# block 1

Fig. 1: block 1, met1 routing
Bar = 50 µm.
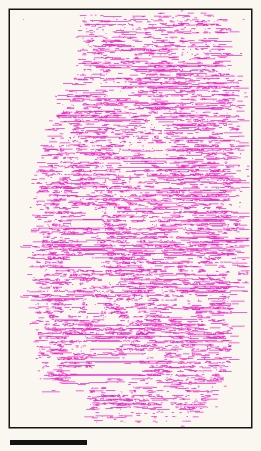
Fig. 2: block 1, close-up of the layout
Bar = 20 µm. Region (54, 165) to (104, 215) µm. Cells in gray, sequential cells in the stronger gray; small squares are vias.
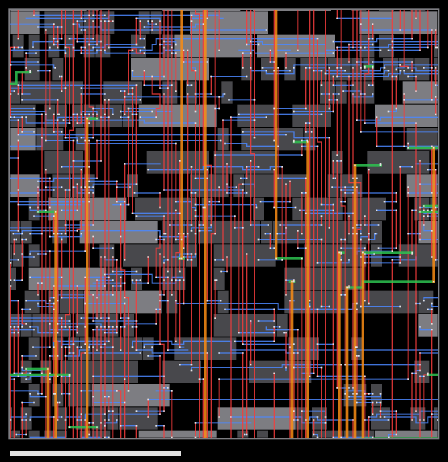
## src/rtl/gpio_mulpop_engine_if.sv

```systemverilog
// Host bus bundle for the multiply/popcount coprocessor.
// The host drives address, strobes and write data; the engine returns read data.
interface gpio_mulpop_engine_if;
  logic [15:0] saddress;
  logic        srd;
  logic        swr;
  logic [31:0] sdata_in;
  logic [31:0] sdata_out;

  modport master (
    output saddress, srd, swr, sdata_in,
    input  sdata_out
  );

  modport slave (
    input  saddress, srd, swr, sdata_in,
    output sdata_out
  );
endinterface

```

## src/rtl/gpio_mulpop_engine.sv

```systemverilog
// Bus-mapped sequential shift-add multiplier with popcount of the result.
// Completed-operation counter is exported on gpio_out.
module gpio_mulpop_engine #(
  parameter int          OP_W      = 24,
  parameter int          RES_W     = 32,
  parameter int          CNT_W     = 16,
  parameter logic [15:0] ADDR_A1   = 16'h0380,
  parameter logic [15:0] ADDR_A2   = 16'h0388,
  parameter logic [15:0] ADDR_W    = 16'h0390,
  parameter logic [15:0] ADDR_L    = 16'h0398,
  parameter logic [15:0] ADDR_CS   = 16'h03A0,
  parameter logic [15:0] ADDR_GPIN = 16'h03A8
) (
  input  logic        clk,
  input  logic        n_reset,
  gpio_mulpop_engine_if.slave bus,
  input  logic [31:0] gpio_in,
  input  logic        gpio_latch,
  output logic [31:0] gpio_out,
  output logic [31:0] gpio_in_s_insp
);

  localparam int AW = 2 * OP_W;
  localparam int LW = $clog2(RES_W + 1);
  localparam int IW = $clog2(OP_W) + 1;

  typedef enum logic [1:0] {
    S_IDLE,
    S_MULT,
    S_POP,
    S_DONE
  } state_t;

  state_t r_state, w_next;

  logic             r_srd_q, r_swr_q, r_lat_q;
  logic [OP_W-1:0]  r_a1, r_a2, r_mplier;
  logic [RES_W-1:0] r_w;
  logic [LW-1:0]    r_l;
  logic [CNT_W-1:0] r_cnt;
  logic             r_busy, r_done, r_valid;
  logic [AW-1:0]    r_acc, r_mcand;
  logic [IW-1:0]    r_idx;
  logic [31:0]      r_gpin, r_rdata;

  logic             w_rd_ev, w_wr_ev, w_lat_ev;
  logic             w_cs_wr, w_clr, w_start, w_last, w_hi_zero;
  logic [RES_W-1:0] w_res;
  logic [LW-1:0]    w_pop;
  logic [31:0]      w_rmux;
  logic             w_unused;

  assign w_rd_ev  = bus.srd & ~r_srd_q;
  assign w_wr_ev  = bus.swr & ~r_swr_q;
  assign w_lat_ev = gpio_latch & ~r_lat_q;
  assign w_cs_wr  = w_wr_ev & (bus.saddress == ADDR_CS);
  assign w_clr    = w_cs_wr & bus.sdata_in[31];
  assign w_start  = w_cs_wr & ~bus.sdata_in[31]
                  & (r_state == S_IDLE);
  assign w_last   = (r_idx == IW'(OP_W - 1));
  assign w_res    = r_acc[RES_W-1:0];
  // Shifting by RES_W yields zero when the product fits exactly.
  assign w_hi_zero = ((r_acc >> RES_W) == '0);
  assign w_unused  = ^bus.sdata_in;

  always_comb begin
    w_pop = '0;
    for (int k = 0; k < RES_W; k++)
      w_pop = w_pop + LW'(w_res[k]);
  end

  always_comb begin
    w_next = r_state;
    unique case (r_state)
      S_IDLE: if (w_start) w_next = S_MULT;
      S_MULT: if (w_last) w_next = S_POP;
      S_POP:  w_next = S_DONE;
      S_DONE: w_next = S_IDLE;
      default: w_next = S_IDLE;
    endcase
  end

  always_comb begin
    w_rmux = '0;
    unique case (1'b1)
      (bus.saddress == ADDR_A1):   w_rmux = 32'(r_a1);
      (bus.saddress == ADDR_A2):   w_rmux = 32'(r_a2);
      (bus.saddress == ADDR_W):    w_rmux = r_done ? 32'(r_w) : '0;
      (bus.saddress == ADDR_L):    w_rmux = 32'(r_l);
      (bus.saddress == ADDR_CS):   w_rmux = {29'b0, r_busy, r_done, r_valid};
      (bus.saddress == ADDR_GPIN): w_rmux = r_gpin;
      default:                     w_rmux = '0;
    endcase
  end

  always_ff @(posedge clk or negedge n_reset) begin
    if (!n_reset) r_state <= S_IDLE;
    else          r_state <= w_next;
  end

  always_ff @(posedge clk or negedge n_reset) begin
    if (!n_reset) begin
      r_srd_q  <= 1'b0;
      r_swr_q  <= 1'b0;
      r_lat_q  <= 1'b0;
      r_a1     <= '0;
      r_a2     <= '0;
      r_mplier <= '0;
      r_w      <= '0;
      r_l      <= '0;
      r_cnt    <= '0;
      r_busy   <= 1'b0;
      r_done   <= 1'b0;
      r_valid  <= 1'b0;
      r_acc    <= '0;
      r_mcand  <= '0;
      r_idx    <= '0;
      r_gpin   <= '0;
      r_rdata  <= '0;
    end else begin
      r_srd_q <= bus.srd;
      r_swr_q <= bus.swr;
      r_lat_q <= gpio_latch;
      if (w_rd_ev)  r_rdata <= w_rmux;
      if (w_lat_ev) r_gpin  <= gpio_in;
      if (w_wr_ev && !r_busy && bus.saddress == ADDR_A1)
        r_a1 <= bus.sdata_in[OP_W-1:0];
      if (w_wr_ev && !r_busy && bus.saddress == ADDR_A2)
        r_a2 <= bus.sdata_in[OP_W-1:0];
      unique case (r_state)
        S_IDLE: if (w_start) begin
          r_busy   <= 1'b1;
          r_done   <= 1'b0;
          r_valid  <= 1'b0;
          r_acc    <= '0;
          r_mcand  <= AW'(r_a1);
          r_mplier <= r_a2;
          r_idx    <= '0;
        end
        S_MULT: begin
          if (r_mplier[0]) r_acc <= r_acc + r_mcand;
          r_mcand  <= r_mcand << 1;
          r_mplier <= r_mplier >> 1;
          r_idx    <= r_idx + IW'(1);
        end
        S_POP: begin
          r_w     <= w_res;
          r_l     <= w_pop;
          r_valid <= w_hi_zero;
        end
        S_DONE: begin
          r_done <= 1'b1;
          r_busy <= 1'b0;
          r_cnt  <= r_cnt + CNT_W'(1);
        end
        default: ;
      endcase
      // Soft clear overrides a completion landing on the same edge.
      if (w_clr) begin
        r_cnt   <= '0;
        r_done  <= 1'b0;
        r_valid <= 1'b0;
      end
    end
  end

  assign bus.sdata_out   = r_rdata;
  assign gpio_out        = 32'(r_cnt);
  assign gpio_in_s_insp  = r_gpin;

endmodule
```

## src/flat_wrapper.sv

```systemverilog
// flat-port wrapper written by rule: the top's interface ports become plain ports
module gpio_mulpop_engine_flat 
#(
  parameter int          OP_W      = 24,
  parameter int          RES_W     = 32,
  parameter int          CNT_W     = 16,
  parameter logic [15:0] ADDR_A1   = 16'h0380,
  parameter logic [15:0] ADDR_A2   = 16'h0388,
  parameter logic [15:0] ADDR_W    = 16'h0390,
  parameter logic [15:0] ADDR_L    = 16'h0398,
  parameter logic [15:0] ADDR_CS   = 16'h03A0,
  parameter logic [15:0] ADDR_GPIN = 16'h03A8
)
  (clk, n_reset, gpio_in, gpio_latch, gpio_out, gpio_in_s_insp, bus_saddress, bus_srd, bus_swr, bus_sdata_in, bus_sdata_out);
  gpio_mulpop_engine_if bus_i ();
  input  logic clk;
  input  logic n_reset;
  input  logic [31:0] gpio_in;
  input  logic gpio_latch;
  output logic [31:0] gpio_out;
  output logic [31:0] gpio_in_s_insp;
  input wire logic [$bits(bus_i.saddress)-1:0] bus_saddress;
  input wire logic [$bits(bus_i.srd)-1:0] bus_srd;
  input wire logic [$bits(bus_i.swr)-1:0] bus_swr;
  input wire logic [$bits(bus_i.sdata_in)-1:0] bus_sdata_in;
  output wire logic [$bits(bus_i.sdata_out)-1:0] bus_sdata_out;
  assign bus_i.saddress = bus_saddress;
  assign bus_i.srd = bus_srd;
  assign bus_i.swr = bus_swr;
  assign bus_i.sdata_in = bus_sdata_in;
  assign bus_sdata_out = bus_i.sdata_out;
  gpio_mulpop_engine #(.OP_W(OP_W), .RES_W(RES_W), .CNT_W(CNT_W), .ADDR_A1(ADDR_A1), .ADDR_A2(ADDR_A2), .ADDR_W(ADDR_W), .ADDR_L(ADDR_L), .ADDR_CS(ADDR_CS), .ADDR_GPIN(ADDR_GPIN)) u_core (.clk(clk), .n_reset(n_reset), .bus(bus_i), .gpio_in(gpio_in), .gpio_latch(gpio_latch), .gpio_out(gpio_out), .gpio_in_s_insp(gpio_in_s_insp));
endmodule
```

## config.mk

```make
export PLATFORM = sky130hd
export DESIGN_NAME = gpio_mulpop_engine_flat
export DESIGN_NICKNAME = d
export VERILOG_FILES = /design/src/rtl/gpio_mulpop_engine_if.sv /design/src/rtl/gpio_mulpop_engine.sv /design/src/flat_wrapper.sv
export SDC_FILE = /design/constraint.sdc
export NUM_CORES = 1
export LEC_CHECK = 0
export ABC_AREA = 1
export CAP_MARGIN = 5
export CORE_ASPECT_RATIO = 1.75
export CORE_MARGIN = 2
export CORE_UTILIZATION = 44
export CTS_CLUSTER_SIZE = 28
export DETAILED_ROUTE_END_ITERATION = 6
export PLACE_DENSITY = 0.7
export SLEW_MARGIN = 20
export SYNTH_ARGS = -nofsm -noshare
export SYNTH_HDL_FRONTEND = slang
export SYNTH_SLANG_ARGS = --single-unit
```

## constraint.sdc

```tcl
create_clock -name clk -period 5.31 [get_ports clk]
set_input_delay 1.062 -clock clk [delete_from_list [all_inputs] [get_ports clk]]
set_output_delay 1.062 -clock clk [all_outputs]
set_load 0.03 [all_outputs]
```

==> out/results.txt <==
FF+latch area: 0.00751 mm²
Hpwl dp: 43500 µm
Leading area contributor after synthesis: dfrtp_1
#MultiIn Comb: 1714
Top_reg_cell synth: dfrtp_1
Layout inverter count without the clock tree: 361
Failing checks: design-rule violations
Met2 WL: 28900 µm
Combinational power share: 24.4%
Crit-path slowest cell: fa_1
Tap Cells: 550
Stages on worst setup path: 16
Worst R2R End: u_core.r_l[4]
Met2 usage: 47.1%
Status: complete, but fails checks
DRC viols: 6
Synthesized instance count: 2457
Logic power comb: 1530 µW
Setup violators final: 0
Internal Power: 4070 µW
GP Congestion: 1.03
Post-layout period usage: 95.3%
Most common cell after layout, fill and taps aside: nand2_1
## Picture notes: Fig. 1
main direction = horizontal
nets with wire on the layer = 2557
share of all routed wire = 35%
longest straight run = 57.5 µm
wire length on this layer = 19400 µm
met1 usage: 26.2%
DRT Wirelength: 55400 µm
vias after detailed routing: 16088

## Picture notes: Fig. 2
M1 -> blue
M3 -> green
M2 -> red
M4 -> orange
most frequent = nand2_1 (53), inv_1 (26), fa_1 (17)
cells with their middle in the window = 166
netlist names of flops here include = u_core.r_acc (6), u_core.r_mcand (3), u_core.r_l (2)
sequential cells in the window = 13


# block 2

`src/rtl/ifetch.sv`:
```
// Instruction fetch unit: memory read FSM, prefetch queue and IR delivery.
// Optional feature macro IFETCH_PREFETCH_EN selects a two-entry queue (default: one entry).
module ifetch #(
  parameter int          TIMEOUT  = 16,
  parameter logic [0:15] RESET_IC = 16'h0000
) (
  input  logic        clk,
  input  logic        rst_n,
  input  logic        start,
  input  logic        jump,
  input  logic [0:15] jaddr,
  input  logic [0:3]  nb,
  output logic        mreq,
  output logic [0:15] maddr,
  output logic [0:3]  mnb,
  input  logic        mok,
  input  logic [0:15] mdata,
  output logic [0:15] ir_d,
  output logic        ir_c,
  output logic [0:15] ic,
  input  logic        take,
  output logic        alarm
);

`ifdef IFETCH_PREFETCH_EN
  localparam logic [1:0] DEPTH = 2'd2;
`else
  localparam logic [1:0] DEPTH = 2'd1;
`endif
  localparam logic [7:0] WAIT_LAST = 8'(TIMEOUT - 1);

  typedef enum logic [1:0] {IDLE, REQ, HALT} state_t;

  typedef struct packed {
    logic [0:15] data;
    logic [0:15] addr;
  } entry_t;

  state_t      state;
  logic [0:15] fa;
  logic [7:0]  wait_cnt;
  logic [1:0]  q_cnt;
  entry_t      q_head;
`ifdef IFETCH_PREFETCH_EN
  entry_t      q_tail;
`endif
  logic        ir_full;

  logic        enq;
  logic        deq;
  logic        slot_free;
  entry_t      q_new;

  always_comb begin
    enq       = (state == REQ) && mok;
    deq       = (q_cnt != 2'd0) && !ir_full && !ir_c;
    // Free slot is judged on the current occupancy; a dequeue at this edge is not credited.
    slot_free = q_cnt < DEPTH;
    q_new     = '{data: mdata, addr: fa};
  end

  // NOTE: every register here is updated with <= so all of them see pre-edge values.
  always_ff @(posedge clk or negedge rst_n) begin
    if (!rst_n) begin
      state    <= IDLE;
      fa       <= RESET_IC;
      wait_cnt <= '0;
      q_cnt    <= '0;
      q_head   <= '0;
`ifdef IFETCH_PREFETCH_EN
      q_tail   <= '0;
`endif
      ir_full  <= 1'b0;
      mreq     <= 1'b0;
      maddr    <= '0;
      mnb      <= '0;
      ir_d     <= '0;
      ir_c     <= 1'b0;
      ic       <= '0;
      alarm    <= 1'b0;
    end else if (jump) begin
      // Redirect wins over everything: any reply landing this cycle is dropped.
      fa      <= jaddr;
      q_cnt   <= '0;
      ir_c    <= 1'b0;
      ir_full <= 1'b0;
      mreq    <= 1'b0;
      alarm   <= 1'b0;
      state   <= IDLE;
    end else begin
      q_cnt <= q_cnt + {1'b0, enq} - {1'b0, deq};

`ifdef IFETCH_PREFETCH_EN
      if (deq)
        q_head <= (q_cnt == 2'd2) ? q_tail : q_new;
      else if (enq && q_cnt == 2'd0)
        q_head <= q_new;
      if (enq && !deq && q_cnt == 2'd1)
        q_tail <= q_new;
`else
      if (enq)
        q_head <= q_new;
`endif

      ir_c <= deq;
      if (deq) begin
        ir_d <= q_head.data;
        ic   <= q_head.addr;
      end

      if (ir_c)
        ir_full <= 1'b1;
      else if (take && ir_full)
        ir_full <= 1'b0;

      case (state)
        IDLE: begin
          if (start && !alarm && slot_free) begin
            mreq     <= 1'b1;
            maddr    <= fa;
            mnb      <= nb;
            wait_cnt <= '0;
            state    <= REQ;
          end
        end
        REQ: begin
          if (mok) begin
            fa    <= fa + 16'd1;
            mreq  <= 1'b0;
            state <= IDLE;
          end else if (wait_cnt == WAIT_LAST) begin
            mreq  <= 1'b0;
            alarm <= 1'b1;
            state <= HALT;
          end else begin
            wait_cnt <= wait_cnt + 8'd1;
          end
        end
        HALT: ;
        default: state <= IDLE;
      endcase
    end
  end

endmodule
```
`config.mk`:
```
export PLATFORM = sky130hd
export DESIGN_NAME = ifetch
export DESIGN_NICKNAME = d
export VERILOG_FILES = /design/src/rtl/ifetch.sv
export SDC_FILE = /design/constraint.sdc
export NUM_CORES = 1
export LEC_CHECK = 0
export ABC_CLOCK_PERIOD_IN_PS = 3700
export CORE_ASPECT_RATIO = 1.1
export CORE_MARGIN = 3
export CORE_UTILIZATION = 40
export DETAILED_ROUTE_END_ITERATION = 8
export PLACE_DENSITY = 0.68
export SLEW_MARGIN = 10
export SYNTH_ARGS = -nofsm -noshare
export SYNTH_HDL_FRONTEND = slang
export SYNTH_SLANG_ARGS = --single-unit
```
`constraint.sdc`:
```
create_clock -name clk -period 3.7 [get_ports clk]
set_clock_uncertainty 0.2 [all_clocks]
set_input_delay 0.37 -clock clk [delete_from_list [all_inputs] [get_ports clk]]
set_output_delay 0.37 -clock clk [all_outputs]
set_load 0.005 [all_outputs]
```
Fig. 3: block 2, sequential cells grouped by signal name
Bar = 20 µm. Other sequential cells in the stronger gray, the rest of the logic in the fainter gray.
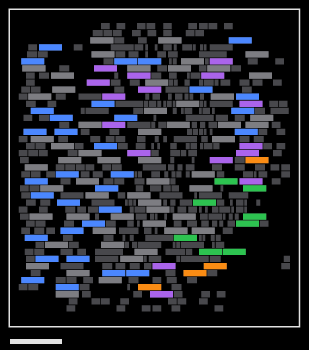
mnb -> orange  # placed flops 4
wait_cnt -> green  # placed flops 8
maddr -> purple  # placed flops 16
q_head -> blue  # placed flops 32, where widely spread
P_seq: 2070 µW
FF+latch area: 0.00290 mm²
final core occ: 56.9%
Seq/total area: 43.6%

Fig. 4: block 2, pin placement
Bar = 20 µm. Pins as bars across the die edge, other pins in gray.
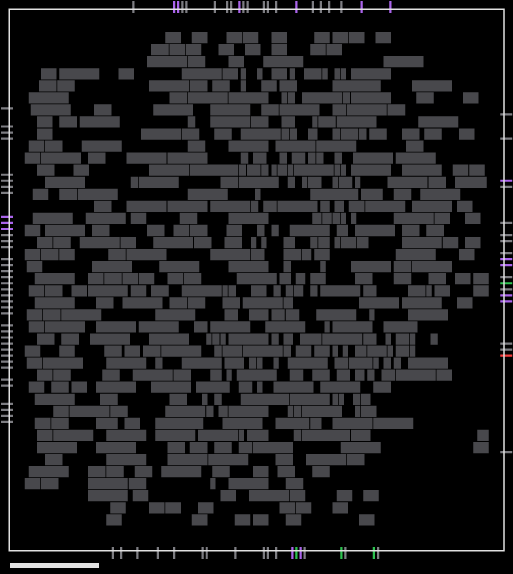
maddr -> purple  # pins 16, direction output, edge 6 top, 5 right, 3 left, 2 bottom
nb -> green  # pins 4, direction input, edge 3 bottom, 1 right
mok -> red  # pins 1, direction input, edge right

==> out/results.txt <==
Largest register FFs: 32
Logic power comb: 1430 µW
Fmax: 418 MHz
GP Congestion: 0.774
WHS Endpoint: ir_d[9]
Synthesized instance count: 360
CP bufs+invs: 1
Setup TNS Final: 0 ps
Post-synth EDFFs: 0
WL met1: 4360 µm
Dpl cell area: 0.00598 mm²
Share of layout cells above drive strength 1: 27.9%
Status: finished, final reports clean
Signal buffers: 101
Yosys synthesis chip area: 0.00488 mm²
NumNets Final: 510
Tool warnings: 26
DRC viols: 0
Comb. cell area: 0.00187 mm²
Setup violators final: 0
Reg-to-Reg Start: q_cnt[1]
Final worst slack: 1310 ps

# block 3

[src/rtl/bcd_count_ctrl.sv]
// Controller for a 3-digit BCD counter chain: prescaled count pulses, clears, terminal-count compare, start/stop/clear FSM.
// cnt_cin/done/cnt_rst_n are registered 1 cycle after the decision; no backpressure; BCD_CTRL_LIMIT_CHECK_EN adds limit_err.
module bcd_count_ctrl #(
    parameter int DIV = 4,
    parameter int PW  = 8
) (
    input  logic        Clk,
    input  logic        Rst,
    input  logic        cmd_start,
    input  logic        cmd_stop,
    input  logic        cmd_clear,
    input  logic        auto_reload,
    input  logic [11:0] limit,
    input  logic [11:0] q_in,
    output logic        cnt_cin,
    output logic        cnt_rst_n,
    output logic        running,
    output logic        done,
`ifdef BCD_CTRL_LIMIT_CHECK_EN
    output logic        limit_err,
`endif
    output logic        busy
);

    typedef enum logic [1:0] {
        S_IDLE  = 2'd0,
        S_RUN   = 2'd1,
        S_PAUSE = 2'd2,
        S_DONE  = 2'd3
    } state_t;

    localparam logic [PW-1:0] PRESC_LAST = PW'(DIV - 1);

    state_t        state_q, state_d;
    logic [PW-1:0] presc_q, presc_d;
    logic [11:0]   limit_q, limit_d;
    logic          cin_q, cin_d;
    logic          rst_n_q, rst_n_d;
    logic          done_q, done_d;
    logic          go;
    logic          tick;
    logic          limit_bad;

    // stop outranks start, so a start only counts when stop is low
    assign go   = cmd_start & ~cmd_stop;
    assign tick = (presc_q == PRESC_LAST);

`ifdef BCD_CTRL_LIMIT_CHECK_EN
    assign limit_bad = (limit[3:0] > 4'd9) | (limit[7:4] > 4'd9) | (limit[11:8] > 4'd9);
`else
    assign limit_bad = 1'b0;
`endif

    always_comb begin
        state_d = state_q;
        presc_d = presc_q;
        limit_d = limit_q;
        cin_d   = 1'b0;
        rst_n_d = 1'b1;
        done_d  = 1'b0;
        if (cmd_clear) begin
            state_d = S_IDLE;
            presc_d = '0;
            rst_n_d = 1'b0;
        end else begin
            case (state_q)
                S_IDLE: begin
                    if (go && !limit_bad) begin
                        limit_d = limit;
                        presc_d = '0;
                        state_d = S_RUN;
                    end
                end
                S_RUN: begin
                    if (cmd_stop) begin
                        state_d = S_PAUSE;
                    end else if (tick) begin
                        presc_d = '0;
                        if (q_in != limit_q) begin
                            cin_d = 1'b1;
                        end else begin
                            done_d = 1'b1;
                            if (auto_reload) rst_n_d = 1'b0;
                            else             state_d = S_DONE;
                        end
                    end else begin
                        presc_d = presc_q + PW'(1);
                    end
                end
                S_PAUSE: begin
                    if (go) state_d = S_RUN;
                end
                default: begin
                    if (go) begin
                        if (limit_bad) begin
                            state_d = S_IDLE;
                        end else begin
                            rst_n_d = 1'b0;
                            limit_d = limit;
                            presc_d = '0;
                            state_d = S_RUN;
                        end
                    end
                end
            endcase
        end
    end

    always_ff @(posedge Clk) begin
        if (Rst) begin
            state_q <= S_IDLE;
            presc_q <= '0;
            limit_q <= '0;
            cin_q   <= 1'b0;
            rst_n_q <= 1'b0;
            done_q  <= 1'b0;
        end else begin
            state_q <= state_d;
            presc_q <= presc_d;
            limit_q <= limit_d;
            cin_q   <= cin_d;
            rst_n_q <= rst_n_d;
            done_q  <= done_d;
        end
    end

`ifdef BCD_CTRL_LIMIT_CHECK_EN
    logic err_q;

    always_ff @(posedge Clk) begin
        if (Rst || cmd_clear) begin
            err_q <= 1'b0;
        end else if (go && (state_q == S_IDLE || state_q == S_DONE)) begin
            err_q <= limit_bad;
        end
    end

    assign limit_err = err_q;
`endif

    assign cnt_cin   = cin_q;
    assign cnt_rst_n = rst_n_q;
    assign done      = done_q;
    assign running   = (state_q == S_RUN);
    assign busy      = (state_q == S_RUN) || (state_q == S_PAUSE);

endmodule

[config.mk]
export PLATFORM = sky130hd
export DESIGN_NAME = bcd_count_ctrl
export DESIGN_NICKNAME = d
export VERILOG_FILES = /design/src/rtl/bcd_count_ctrl.sv
export SDC_FILE = /design/constraint.sdc
export NUM_CORES = 1
export LEC_CHECK = 0
export CORE_MARGIN = 2
export CORE_UTILIZATION = 49
export CTS_BUF_LIST = sky130_fd_sc_hd__clkbuf_8
export CTS_CLUSTER_SIZE = 8
export DETAILED_ROUTE_END_ITERATION = 10
export GPL_TIMING_DRIVEN = 0
export MAX_ROUTING_LAYER = met4
export PLACE_DENSITY = 0.87
export SYNTH_ARGS = -nofsm -noshare
export SYNTH_HDL_FRONTEND = slang
export SYNTH_SLANG_ARGS = --single-unit
[constraint.sdc]
create_clock -name Clk -period 2.1 [get_ports Clk]
set_input_delay 0.315 -clock Clk [delete_from_list [all_inputs] [get_ports Clk]]
set_output_delay 0.315 -clock Clk [all_outputs]
set_load 0.005 [all_outputs]
Fig. 5: block 3, pin placement
Bar = 20 µm. Pins as bars across the die edge, other pins in gray.
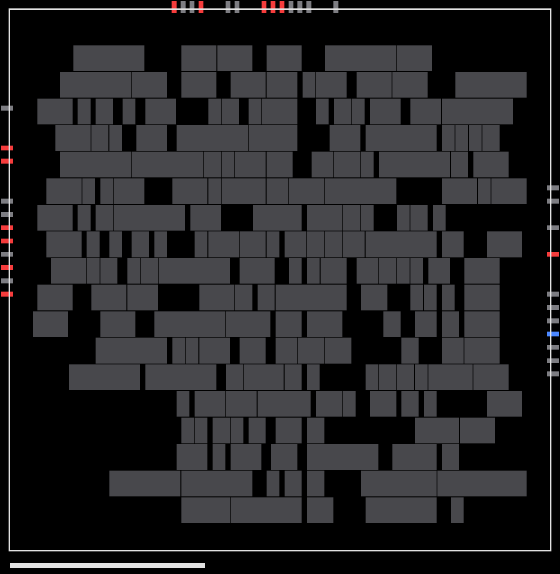
busy -> blue  # pins 1, direction output, edge right
limit -> red  # pins 12, direction input, edge 6 left, 5 top, 1 right

Fig. 6: block 3, clock wiring as the flow saved it
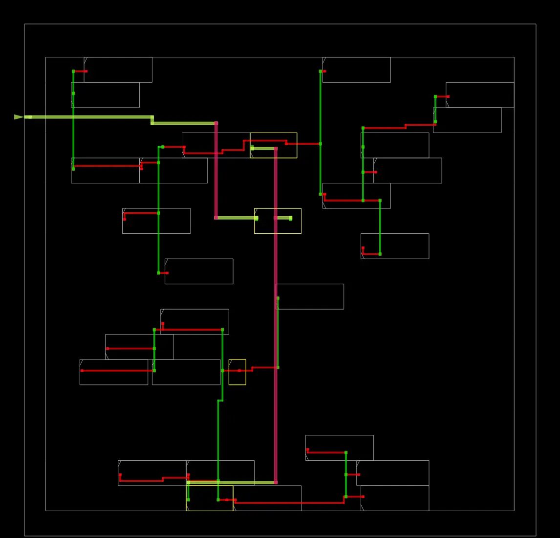
P_clk: 288 µW
clock buf count: 3
total CTS buffers: 3
num sequential: 25

==> out/results.txt <==
Comb. cell area: 777 µm²
Signal buffers: 37
Die height: 55.3 µm
Status: finished, final reports clean
Leading cell types by count after synthesis: nand2_1, dfxtp_1, a21oi_1
CP bufs+invs: 1
Combinational power share: 15.3%
DRT Wirelength: 2960 µm
Total track usage: 20.5%
Clock Tree Root: clkbuf_8
Initial antenna violation count: 0
Via density: 5.41
WHS Endpoint: limit_q[7]
Final worst slack: 110 ps
CTS max path bufs: 2
Dpl cell area: 0.00167 mm²
Met1 usage: 24.5%
Fig. 7: block 3, sequential cells grouped by signal name
Bar = 20 µm. Other sequential cells in the stronger gray, the rest of the logic in the fainter gray.
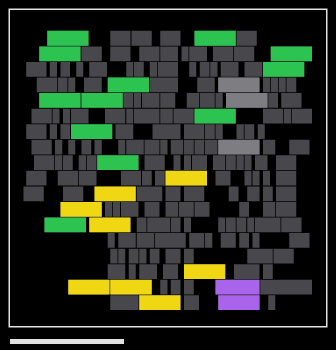
state_q -> purple  # placed flops 2
presc_q -> yellow  # placed flops 8
limit_q -> green  # placed flops 12
not colored = 3
P_seq: 490 µW
final core occ: 69.6%


# block 4

$ cat config.mk
export PLATFORM = sky130hd
export DESIGN_NAME = traffic_led_monitor
export DESIGN_NICKNAME = d
export VERILOG_FILES = /design/src/rtl/traffic_led_monitor.sv
export SDC_FILE = /design/constraint.sdc
export NUM_CORES = 1
export LEC_CHECK = 0
export ABC_AREA = 1
export CAP_MARGIN = 20
export CELL_PAD_IN_SITES_DETAIL_PLACEMENT = 1
export CELL_PAD_IN_SITES_GLOBAL_PLACEMENT = 1
export CORE_MARGIN = 1
export CORE_UTILIZATION = 35
export DETAILED_ROUTE_END_ITERATION = 8
export PLACE_DENSITY_LB_ADDON = 0.1
export SLEW_MARGIN = 5
export SYNTH_ARGS = -nofsm -noshare
export SYNTH_HDL_FRONTEND = slang
export SYNTH_SLANG_ARGS = --single-unit
$ cat constraint.sdc
create_clock -name clk -period 4.2 [get_ports clk]
set_input_delay 1.26 -clock clk [delete_from_list [all_inputs] [get_ports clk]]
set_output_delay 1.26 -clock clk [all_outputs]
set_load 0.03 [all_outputs]
$ cat src/rtl/traffic_led_monitor.sv
// Receive-side checker for one rotating active-low traffic LED bus.
// Measures each step's dwell in whole seconds and flags illegal codes and out-of-order steps.
module traffic_led_monitor #(
  parameter int TIME_1S = 5_000_000,
  parameter int CNT_W   = 24,
  parameter int DWELL_W = 4
) (
  input  logic               clk,
  input  logic               rst_n,
  input  logic [2:0]         led_in,
  input  logic               err_clr,
  output logic               locked,
  output logic               dwell_vld,
  output logic [DWELL_W-1:0] dwell_s,
  output logic               dwell_frac,
  output logic               seq_err,
  output logic               code_err
);

  // state    | meaning
  // ST_INIT  | first cycle after reset, captures the bus
  // ST_SYNC  | waiting for a change to a legal code
  // ST_TRACK | locked to the rotation, reporting dwells
  localparam logic [1:0] ST_INIT  = 2'd0;
  localparam logic [1:0] ST_SYNC  = 2'd1;
  localparam logic [1:0] ST_TRACK = 2'd2;

  localparam logic [CNT_W-1:0]   CNT_TOP = CNT_W'(TIME_1S - 1);
  localparam logic [DWELL_W-1:0] SEC_MAX = '1;

  logic [1:0]         state;
  logic [2:0]         led_q;
  logic [CNT_W-1:0]   cnt;
  logic [DWELL_W-1:0] sec;

  logic               change;
  logic               legal;
  logic               wrap;
  logic [2:0]         rot_q;
  logic [DWELL_W-1:0] sec_inc;
  logic               code_set;
  logic               seq_set;

  always_comb begin
    change   = (led_in != led_q);
    legal    = (led_in == 3'b110) || (led_in == 3'b101) || (led_in == 3'b011);
    wrap     = (cnt == CNT_TOP);
    rot_q    = {led_q[1:0], led_q[2]};
    sec_inc  = (sec == SEC_MAX) ? sec : sec + 1'b1;
    code_set = (state != ST_INIT) && !legal;
    seq_set  = (state == ST_TRACK) && legal && change && (led_in != rot_q);
  end

  assign locked = (state == ST_TRACK);

  always_ff @(posedge clk) begin
    if (!rst_n) begin
      state      <= ST_INIT;
      led_q      <= 3'b111;
      cnt        <= '0;
      sec        <= '0;
      dwell_vld  <= 1'b0;
      dwell_s    <= '0;
      dwell_frac <= 1'b0;
      seq_err    <= 1'b0;
      code_err   <= 1'b0;
    end else begin
      led_q     <= led_in;
      dwell_vld <= 1'b0;

      // A change restarts the step timer even when it lands on a wrap cycle.
      if (change) begin
        cnt <= '0;
        sec <= '0;
      end else if (wrap) begin
        cnt <= '0;
        sec <= sec_inc;
      end else begin
        cnt <= cnt + 1'b1;
      end

      case (state)
        ST_INIT: state <= ST_SYNC;
        ST_SYNC: begin
          if (legal && change) state <= ST_TRACK;
        end
        ST_TRACK: begin
          if (!legal) begin
            state <= ST_SYNC;
          end else if (change) begin
            dwell_vld <= 1'b1;
            if (wrap) begin
              dwell_s    <= sec_inc;
              dwell_frac <= 1'b0;
            end else begin
              dwell_s    <= sec;
              dwell_frac <= 1'b1;
            end
          end
        end
        default: state <= ST_INIT;
      endcase

      // A new error outranks a same-cycle clear.
      code_err <= code_set | (code_err & ~err_clr);
      seq_err  <= seq_set  | (seq_err  & ~err_clr);
    end
  end

endmodule

Fig. 8: block 4, clock wiring as the flow saved it
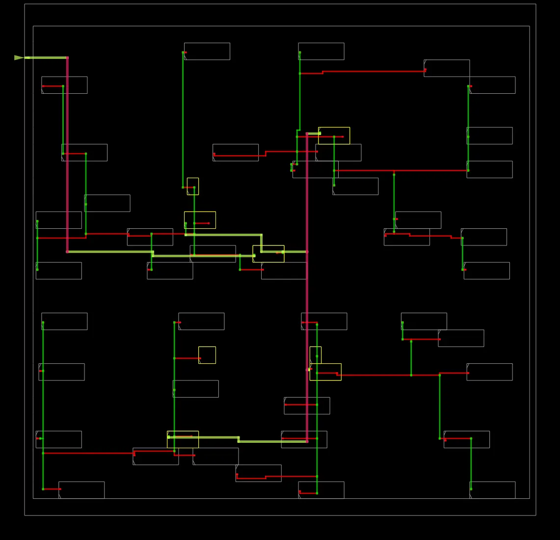
Setup Skew: 11.8 ps
total CTS buffers: 5
Late-Pin Clk Latency: 300 ps
clock buf count: 5

==> out/results.txt <==
FF+latch area: 821 µm²
Global-route wire length before repair: 9020 µm
CP Launch Type: flip-flop
Most numerous logic cells after layout: nand2_1, nor2_1, dfxtp_1
Layout inverter count without the clock tree: 41
Syn_area_per_cell: 7.08 µm²
Register share of total power: 56.3%
Worst hold slack: 463 ps
CTS tree: done
Internal Power: 526 µW
Top pwr grp: sequential cells
Worst hold start: cnt[0]
Synthesis warning total: 0
Status: finished, final reports clean
Pin count of the biggest net entering global routing: 25
CP bufs+invs: 2
Clock Power Share: 37.3%
Fig. 9: block 4, close-up of the layout
Bar = 20 µm. Region (16, 32) to (66, 82) µm. Cells in gray, sequential cells in the stronger gray; small squares are vias.
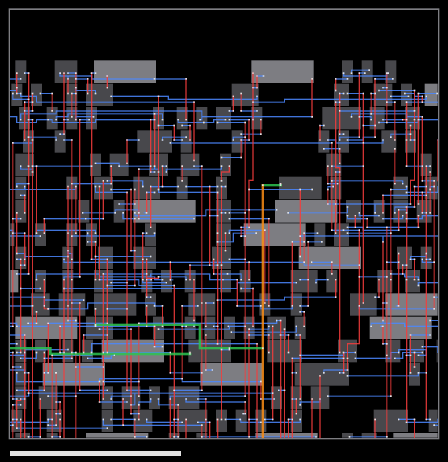
M4 -> orange
M3 -> green
M2 -> red
M1 -> blue
sequential cells in the window = 12
most frequent = nand2_1 (38), nor2_1 (27), nand3_1 (13)
cells with their middle in the window = 146
netlist names of flops here include = cnt (9), sec (3)


# block 5

## src/rtl/yl3_frame_receiver.sv

```systemverilog
// yl3_frame_receiver: deserialises YL-3 sda/sclk/slatch frames, validates them and keeps an 8-digit segment shadow.
module yl3_frame_receiver #(
    parameter int SYNC_STAGES = 2,
    parameter int FRAME_BITS  = 16
) (
    input  logic        clk,
    input  logic        rst_n,
    input  logic        sda,
    input  logic        sclk,
    input  logic        slatch,
    input  logic        frame_ready,
    output logic        frame_valid,
    output logic [7:0]  frame_pos,
    output logic [7:0]  frame_seg,
    output logic [2:0]  frame_idx,
    output logic        pos_err,
    output logic        len_err,
    output logic        overrun,
    output logic [63:0] disp
);
    typedef enum logic {IDLE, SHIFT} state_t;
    state_t state_q, state_d;
    logic [SYNC_STAGES-1:0] sda_q;
    logic [SYNC_STAGES:0] sclk_q, slatch_q;
    logic [15:0] sr_q, sr_d;
    logic [4:0] cnt_q, cnt_d;
    logic valid_q, valid_d, perr_q, perr_d, lerr_q, lerr_d, ovr_q, ovr_d;
    logic [7:0] pos_q, pos_d, seg_q, seg_d, pos_new;
    logic [2:0] idx_q, idx_d, idx_new;
    logic [63:0] disp_q, disp_d;
    logic sclk_rise, latch_rise, pos_bad, len_bad;
    assign sclk_rise  = sclk_q[SYNC_STAGES-1] & ~sclk_q[SYNC_STAGES];
    assign latch_rise = slatch_q[SYNC_STAGES-1] & ~slatch_q[SYNC_STAGES];
    always_comb begin
        sr_d    = sclk_rise ? {sr_q[14:0], sda_q[SYNC_STAGES-1]} : sr_q;
        cnt_d   = (sclk_rise && cnt_q != 5'd31) ? cnt_q + 5'd1 : cnt_q;
        pos_new = sr_d[15:8];
        pos_bad = $countones(pos_new) != 1;
        len_bad = cnt_d != 5'(FRAME_BITS);
        idx_new = 3'd0;
        for (int i = 0; i < 8; i++)
            if (pos_new[i]) idx_new = 3'(i);
        valid_d = valid_q & ~frame_ready;
        pos_d   = pos_q;
        seg_d   = seg_q;
        idx_d   = idx_q;
        perr_d  = perr_q;
        lerr_d  = lerr_q;
        ovr_d   = ovr_q;
        disp_d  = disp_q;
        state_d = sclk_rise ? SHIFT : state_q;
        // the shift of this cycle is folded in before the latch samples sr_d/cnt_d
        if (latch_rise) begin
            valid_d = 1'b1;
            pos_d   = pos_new;
            seg_d   = sr_d[7:0];
            idx_d   = pos_bad ? 3'd0 : idx_new;
            perr_d  = pos_bad;
            lerr_d  = len_bad;
            ovr_d   = ovr_q | (valid_q & ~frame_ready);
            cnt_d   = 5'd0;
            state_d = IDLE;
            if (!pos_bad && !len_bad)
                disp_d[{3'd7 - idx_new, 3'b000} +: 8] = sr_d[7:0];
        end
    end
    always_ff @(posedge clk) begin
        if (!rst_n) begin
            sda_q    <= '0;
            sclk_q   <= '0;
            slatch_q <= '0;
            state_q  <= IDLE;
            sr_q     <= '0;
            cnt_q    <= '0;
            valid_q  <= 1'b0;
            pos_q    <= '0;
            seg_q    <= '0;
            idx_q    <= '0;
            perr_q   <= 1'b0;
            lerr_q   <= 1'b0;
            ovr_q    <= 1'b0;
            disp_q   <= '1;
        end else begin
            sda_q    <= {sda_q[SYNC_STAGES-2:0], sda};
            sclk_q   <= {sclk_q[SYNC_STAGES-1:0], sclk};
            slatch_q <= {slatch_q[SYNC_STAGES-1:0], slatch};
            state_q  <= state_d;
            sr_q     <= sr_d;
            cnt_q    <= cnt_d;
            valid_q  <= valid_d;
            pos_q    <= pos_d;
            seg_q    <= seg_d;
            idx_q    <= idx_d;
            perr_q   <= perr_d;
            lerr_q   <= lerr_d;
            ovr_q    <= ovr_d;
            disp_q   <= disp_d;
        end
    end
    assign frame_valid = valid_q;
    assign frame_pos   = pos_q;
    assign frame_seg   = seg_q;
    assign frame_idx   = idx_q;
    assign pos_err     = perr_q;
    assign len_err     = lerr_q;
    assign overrun     = ovr_q;
    assign disp        = disp_q;
endmodule

```

## config.mk

```make
export PLATFORM = sky130hd
export DESIGN_NAME = yl3_frame_receiver
export DESIGN_NICKNAME = d
export VERILOG_FILES = /design/src/rtl/yl3_frame_receiver.sv
export SDC_FILE = /design/constraint.sdc
export NUM_CORES = 1
export LEC_CHECK = 0
export CORE_ASPECT_RATIO = 0.75
export CORE_MARGIN = 2
export CORE_UTILIZATION = 40
export CTS_BUF_LIST = sky130_fd_sc_hd__clkbuf_4
export DETAILED_ROUTE_END_ITERATION = 8
export GPL_ROUTABILITY_DRIVEN = 1
export PLACE_DENSITY = 0.74
export SLEW_MARGIN = 10
export SYNTH_ARGS = -nofsm -noshare
export SYNTH_HDL_FRONTEND = slang
export SYNTH_SLANG_ARGS = --single-unit
```

## constraint.sdc

```tcl
create_clock -name clk -period 9.36 [get_ports clk]
set_clock_uncertainty 0.15 [all_clocks]
set_input_delay 0.936 -clock clk [delete_from_list [all_inputs] [get_ports clk]]
set_output_delay 0.936 -clock clk [all_outputs]
set_load 0.005 [all_outputs]
```

Fig. 10: block 5, met1 routing
Bar = 50 µm.
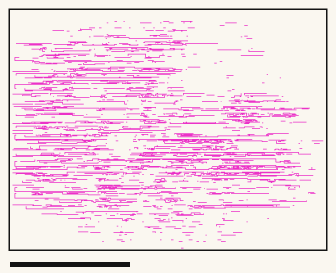
longest straight run = 43.7 µm
wire length on this layer = 5560 µm
main direction = horizontal
nets with wire on the layer = 542

Fig. 11: block 5, sequential cells grouped by signal name
Bar = 50 µm. Other sequential cells in the stronger gray, the rest of the logic in the fainter gray.
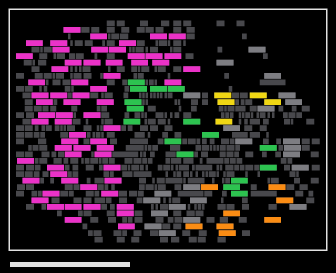
frame_pos -> orange  # placed flops 8
cnt_q -> yellow  # placed flops 5
disp -> magenta  # placed flops 64
sr_q -> green  # placed flops 16, where center
not colored = 23
final core occ: 53.3%
P_seq: 502 µW

Fig. 12: block 5, clock wiring as the flow saved it
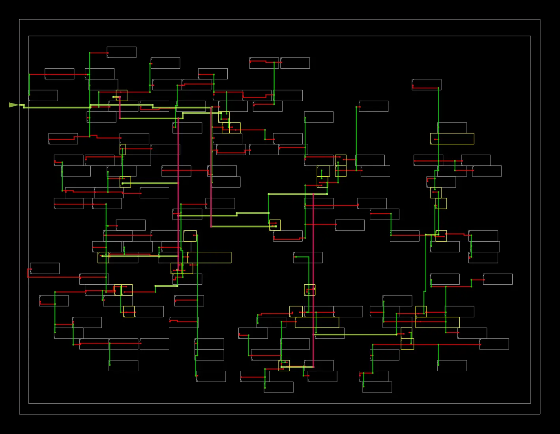
clk sinks: 116
num sequential: 116
Late-Pin Clk Latency: 520 ps
P_clk: 406 µW

==> out/results.txt <==
Synth Register Bits: 116
Adder Share, Synth: 3.45%
Required time of the critical path: 9640 ps
Post-synth mux share: 13.0%
DRT Wirelength: 11500 µm
Internal Power: 731 µW
Register share of total power: 53.0%
Total CTS buffers: 17
# Cells Yosys: 488
Peak supply drop: 0.0000978 V
Status: finished, final reports clean
Arrival time at the worst endpoint: 5890 ps
RSZ-0062 raised after global routing: false
Post-route antenna net violation count: 0
Tool warnings: 28
Post-Syn Area: 0.00485 mm²
Reg-to-Reg Start: sclk_q[1]
Final Power: 948 µW
Row cnt: 34
Fmax: 179 MHz
Met2 usage: 27.7%
Largest register FFs: 64
Top layer in use: met4
Stages on worst setup path: 16
Die height: 99.4 µm

# block 6

$ cat src/rtl/tl_beat_tracker.sv
// Passive beat counter on the arbiter output; last/first/beat_idx are combinational (0 cycles), state and errors 1 cycle.
// Never backpressures: only observes valid_i/ready_i, and outputs never depend on ready_i so they hold steady under stalls.
module tl_beat_tracker #(
    parameter int          DATA_W        = 100,
    parameter int          OPC_LSB       = 0,
    parameter int          SIZE_LSB      = 3,
    parameter int          SIZE_W        = 4,
    parameter int          BEAT_BYTES    = 8,
    parameter int          MAX_BEATS     = 8,
    parameter logic [7:0]  HAS_DATA_MASK = 8'h0F,
    localparam int         BEAT_W        = $clog2(MAX_BEATS)
) (
    input  logic              clk,
    input  logic              rst_n,
    input  logic              valid_i,
    input  logic              ready_i,
    input  logic [DATA_W-1:0] data_i,
    output logic              last_o,
    output logic              first_o,
    output logic [BEAT_W-1:0] beat_idx_o,
    output logic              err_o,
    output logic [1:0]        err_code_o,
    input  logic              err_clr_i
);

    localparam int               BB_LOG    = $clog2(BEAT_BYTES);
    localparam logic [SIZE_W:0]  SZ_ONE    = (SIZE_W+1)'(BB_LOG);
    localparam logic [SIZE_W:0]  SZ_MAX    = (SIZE_W+1)'(BB_LOG + BEAT_W);
    localparam logic [BEAT_W:0]  BEATS_ONE = (BEAT_W+1)'(1);
    localparam logic [BEAT_W:0]  BEATS_MAX = (BEAT_W+1)'(MAX_BEATS);
    localparam logic [1:0]       ERR_NONE  = 2'd0;
    localparam logic [1:0]       ERR_OVSZ  = 2'd1;
    localparam logic [1:0]       ERR_OPC   = 2'd2;
    localparam logic [1:0]       ERR_SIZE  = 2'd3;

    logic              in_burst_q, in_burst_d;
    logic [BEAT_W-1:0] cnt_q, cnt_d;
    logic [BEAT_W:0]   total_q, total_d;
    logic [2:0]        opc_q, opc_d;
    logic [SIZE_W-1:0] size_q, size_d;
    logic              err_q, err_d;
    logic [1:0]        code_q, code_d;

    logic [2:0]        opc;
    logic [SIZE_W-1:0] size;
    logic [SIZE_W:0]   size_ext;
    logic [BEAT_W:0]   beats;
    logic              oversize;
    logic              fire;
    logic [1:0]        new_err;
    logic              unused_data;

    assign opc         = data_i[OPC_LSB +: 3];
    assign size        = data_i[SIZE_LSB +: SIZE_W];
    assign size_ext    = {1'b0, size};
    assign fire        = valid_i & ready_i;
    assign unused_data = ^data_i;

    // Range-check the shift amount first so 2^size never has to be formed.
    always_comb begin
        beats    = BEATS_ONE;
        oversize = 1'b0;
        if (HAS_DATA_MASK[opc]) begin
            if (size_ext > SZ_MAX) begin
                oversize = 1'b1;
                beats    = BEATS_MAX;
            end else if (size_ext > SZ_ONE) begin
                beats = BEATS_ONE << (size_ext - SZ_ONE);
            end
        end
    end

    assign first_o    = ~in_burst_q;
    assign beat_idx_o = in_burst_q ? cnt_q : '0;
    assign last_o     = in_burst_q ? ({1'b0, cnt_q} == total_q - BEATS_ONE)
                                   : (beats == BEATS_ONE);

    always_comb begin
        in_burst_d = in_burst_q;
        cnt_d      = cnt_q;
        total_d    = total_q;
        opc_d      = opc_q;
        size_d     = size_q;
        new_err    = ERR_NONE;
        if (fire) begin
            if (!in_burst_q) begin
                if (oversize) new_err = ERR_OVSZ;
                if (beats != BEATS_ONE) begin
                    in_burst_d = 1'b1;
                    cnt_d      = BEAT_W'(1);
                    total_d    = beats;
                    opc_d      = opc;
                    size_d     = size;
                end
            end else begin
                if (opc != opc_q)        new_err = ERR_OPC;
                else if (size != size_q) new_err = ERR_SIZE;
                if (last_o) begin
                    in_burst_d = 1'b0;
                    cnt_d      = '0;
                end else begin
                    cnt_d = cnt_q + 1'b1;
                end
            end
        end
    end

    // Only the first error is kept; a clear in the same cycle lets the new one in.
    always_comb begin
        err_d  = err_q;
        code_d = code_q;
        if (err_clr_i) begin
            err_d  = 1'b0;
            code_d = ERR_NONE;
        end
        if (new_err != ERR_NONE && (!err_q || err_clr_i)) begin
            err_d  = 1'b1;
            code_d = new_err;
        end
    end

    always_ff @(posedge clk or negedge rst_n) begin
        if (!rst_n) begin
            in_burst_q <= 1'b0;
            cnt_q      <= '0;
            total_q    <= '0;
            opc_q      <= '0;
            size_q     <= '0;
            err_q      <= 1'b0;
            code_q     <= ERR_NONE;
        end else begin
            in_burst_q <= in_burst_d;
            cnt_q      <= cnt_d;
            total_q    <= total_d;
            opc_q      <= opc_d;
            size_q     <= size_d;
            err_q      <= err_d;
            code_q     <= code_d;
        end
    end

    assign err_o      = err_q;
    assign err_code_o = code_q;

endmodule

$ cat config.mk
export PLATFORM = sky130hd
export DESIGN_NAME = tl_beat_tracker
export DESIGN_NICKNAME = d
export VERILOG_FILES = /design/src/rtl/tl_beat_tracker.sv
export SDC_FILE = /design/constraint.sdc
export NUM_CORES = 1
export LEC_CHECK = 0
export CAP_MARGIN = 20
export CORE_MARGIN = 5
export CORE_UTILIZATION = 25
export CTS_CLUSTER_DIAMETER = 100
export DETAILED_ROUTE_END_ITERATION = 6
export PLACE_DENSITY = 0.74
export SLEW_MARGIN = 20
export SYNTH_ARGS = -nofsm -noshare
export SYNTH_HDL_FRONTEND = slang
export SYNTH_SLANG_ARGS = --single-unit
export TNS_END_PERCENT = 100
$ cat constraint.sdc
create_clock -name clk -period 2 [get_ports clk]
set_clock_uncertainty 0.05 [all_clocks]
set_input_delay 0.4 -clock clk [delete_from_list [all_inputs] [get_ports clk]]
set_output_delay 0.4 -clock clk [all_outputs]
set_load 0.01 [all_outputs]
Fig. 13: block 6, pin placement
Bar = 20 µm. Pins as bars across the die edge, other pins in gray.
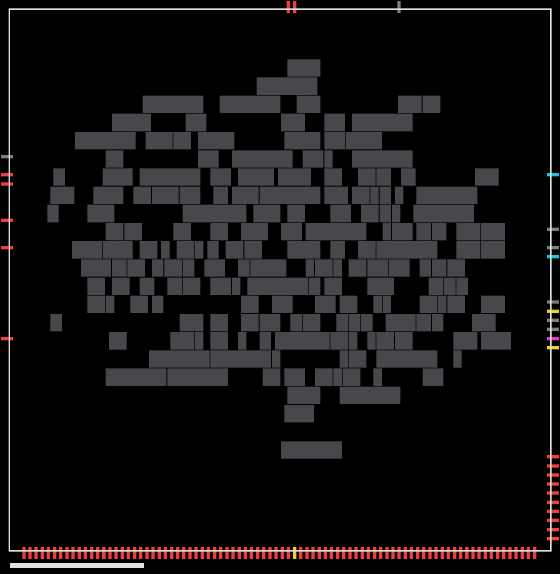
err_code_o -> cyan  # pins 2, direction output, edge right
data_i -> red  # pins 100, direction input, edge 83 bottom, 10 right, 5 left, 2 top
first_o -> magenta  # pins 1, direction output, edge right
beat_idx_o -> yellow  # pins 3, direction output, edge 2 right, 1 bottom
Die X: 80.7 µm
die height: 80.7 µm
port bufs: 19

==> out/results.txt <==
Status: complete, but fails checks
Net Count, Synth: 232
P_clk: 297 µW
Final worst slack: -133 ps
P_seq: 627 µW
Top cells, area: dfrtp_1, mux2_4, ha_1, xnor2_1, xor2_1
# Post-CTS Setup Buffers: 5
Final Hold Fails: 0
Clk sinks: 18
Normalized max-slew margin: 77.7%
Failing checks: negative setup slack
Worst hold slack: 422 ps
Dpl cell area: 0.00174 mm²
Main logic family after synthesis: simple AND/OR/NAND/NOR gates
Setup violators final: 1
Arrival time at the worst endpoint: 1680 ps
Top-area cell share: 36.0%
Switching fraction of total power: 33.8%
Antenna diode count: 0
DRC viols: 0
Hpwl dp: 2230 µm
Layout overhead on the synthesized area: 51.8%
Logic share of the area: 41.0%
Critical path origin: total_q[1]
Worst path cell trace: inv_2 > ha_4 > xor2_1 > nand3_1 > or2_4 > o21ai_2 > buf_2
Fig. 14: block 6, close-up of the layout
Bar = 20 µm. Region (15, 31) to (65, 81) µm. Cells in gray, sequential cells in the stronger gray; small squares are vias.
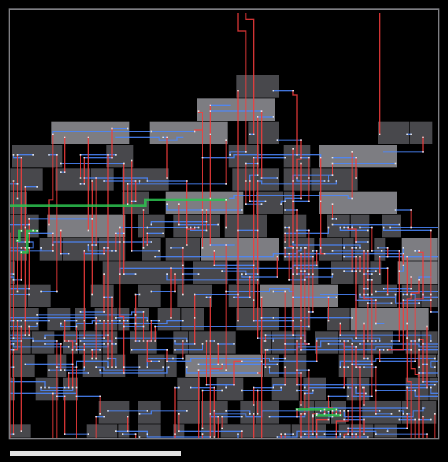
M2 -> red
M1 -> blue
M3 -> green
most frequent = buf_4 (29), dfrtp_1 (12), nor2_1 (7)
netlist names of flops here include = size_q (4), opc_q (3), err_code_o (2)
sequential cells in the window = 12
cells with their middle in the window = 136



## Gallery

Met1 routing.
Bar = 20 µm.
panel A
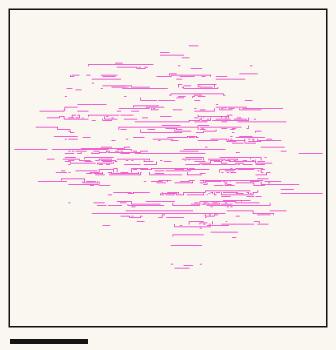
panel B
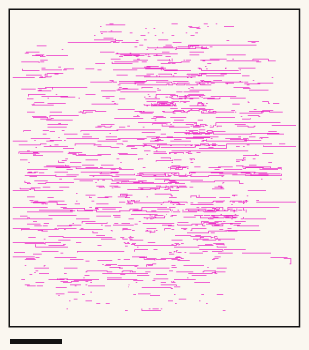
panel C
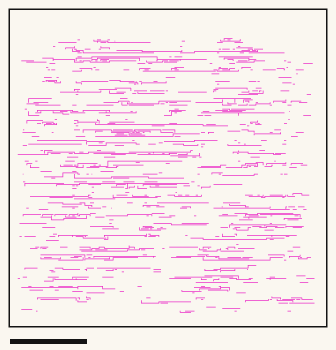
panel D
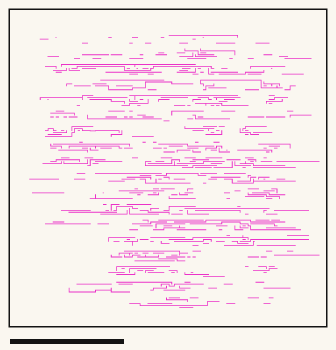
| from | picture |
|---|---|
| block 6 | panel A |
| block 2 | panel B |
| block 4 | panel C |
| block 3 | panel D |

Power and IR drop assume default switching activity.
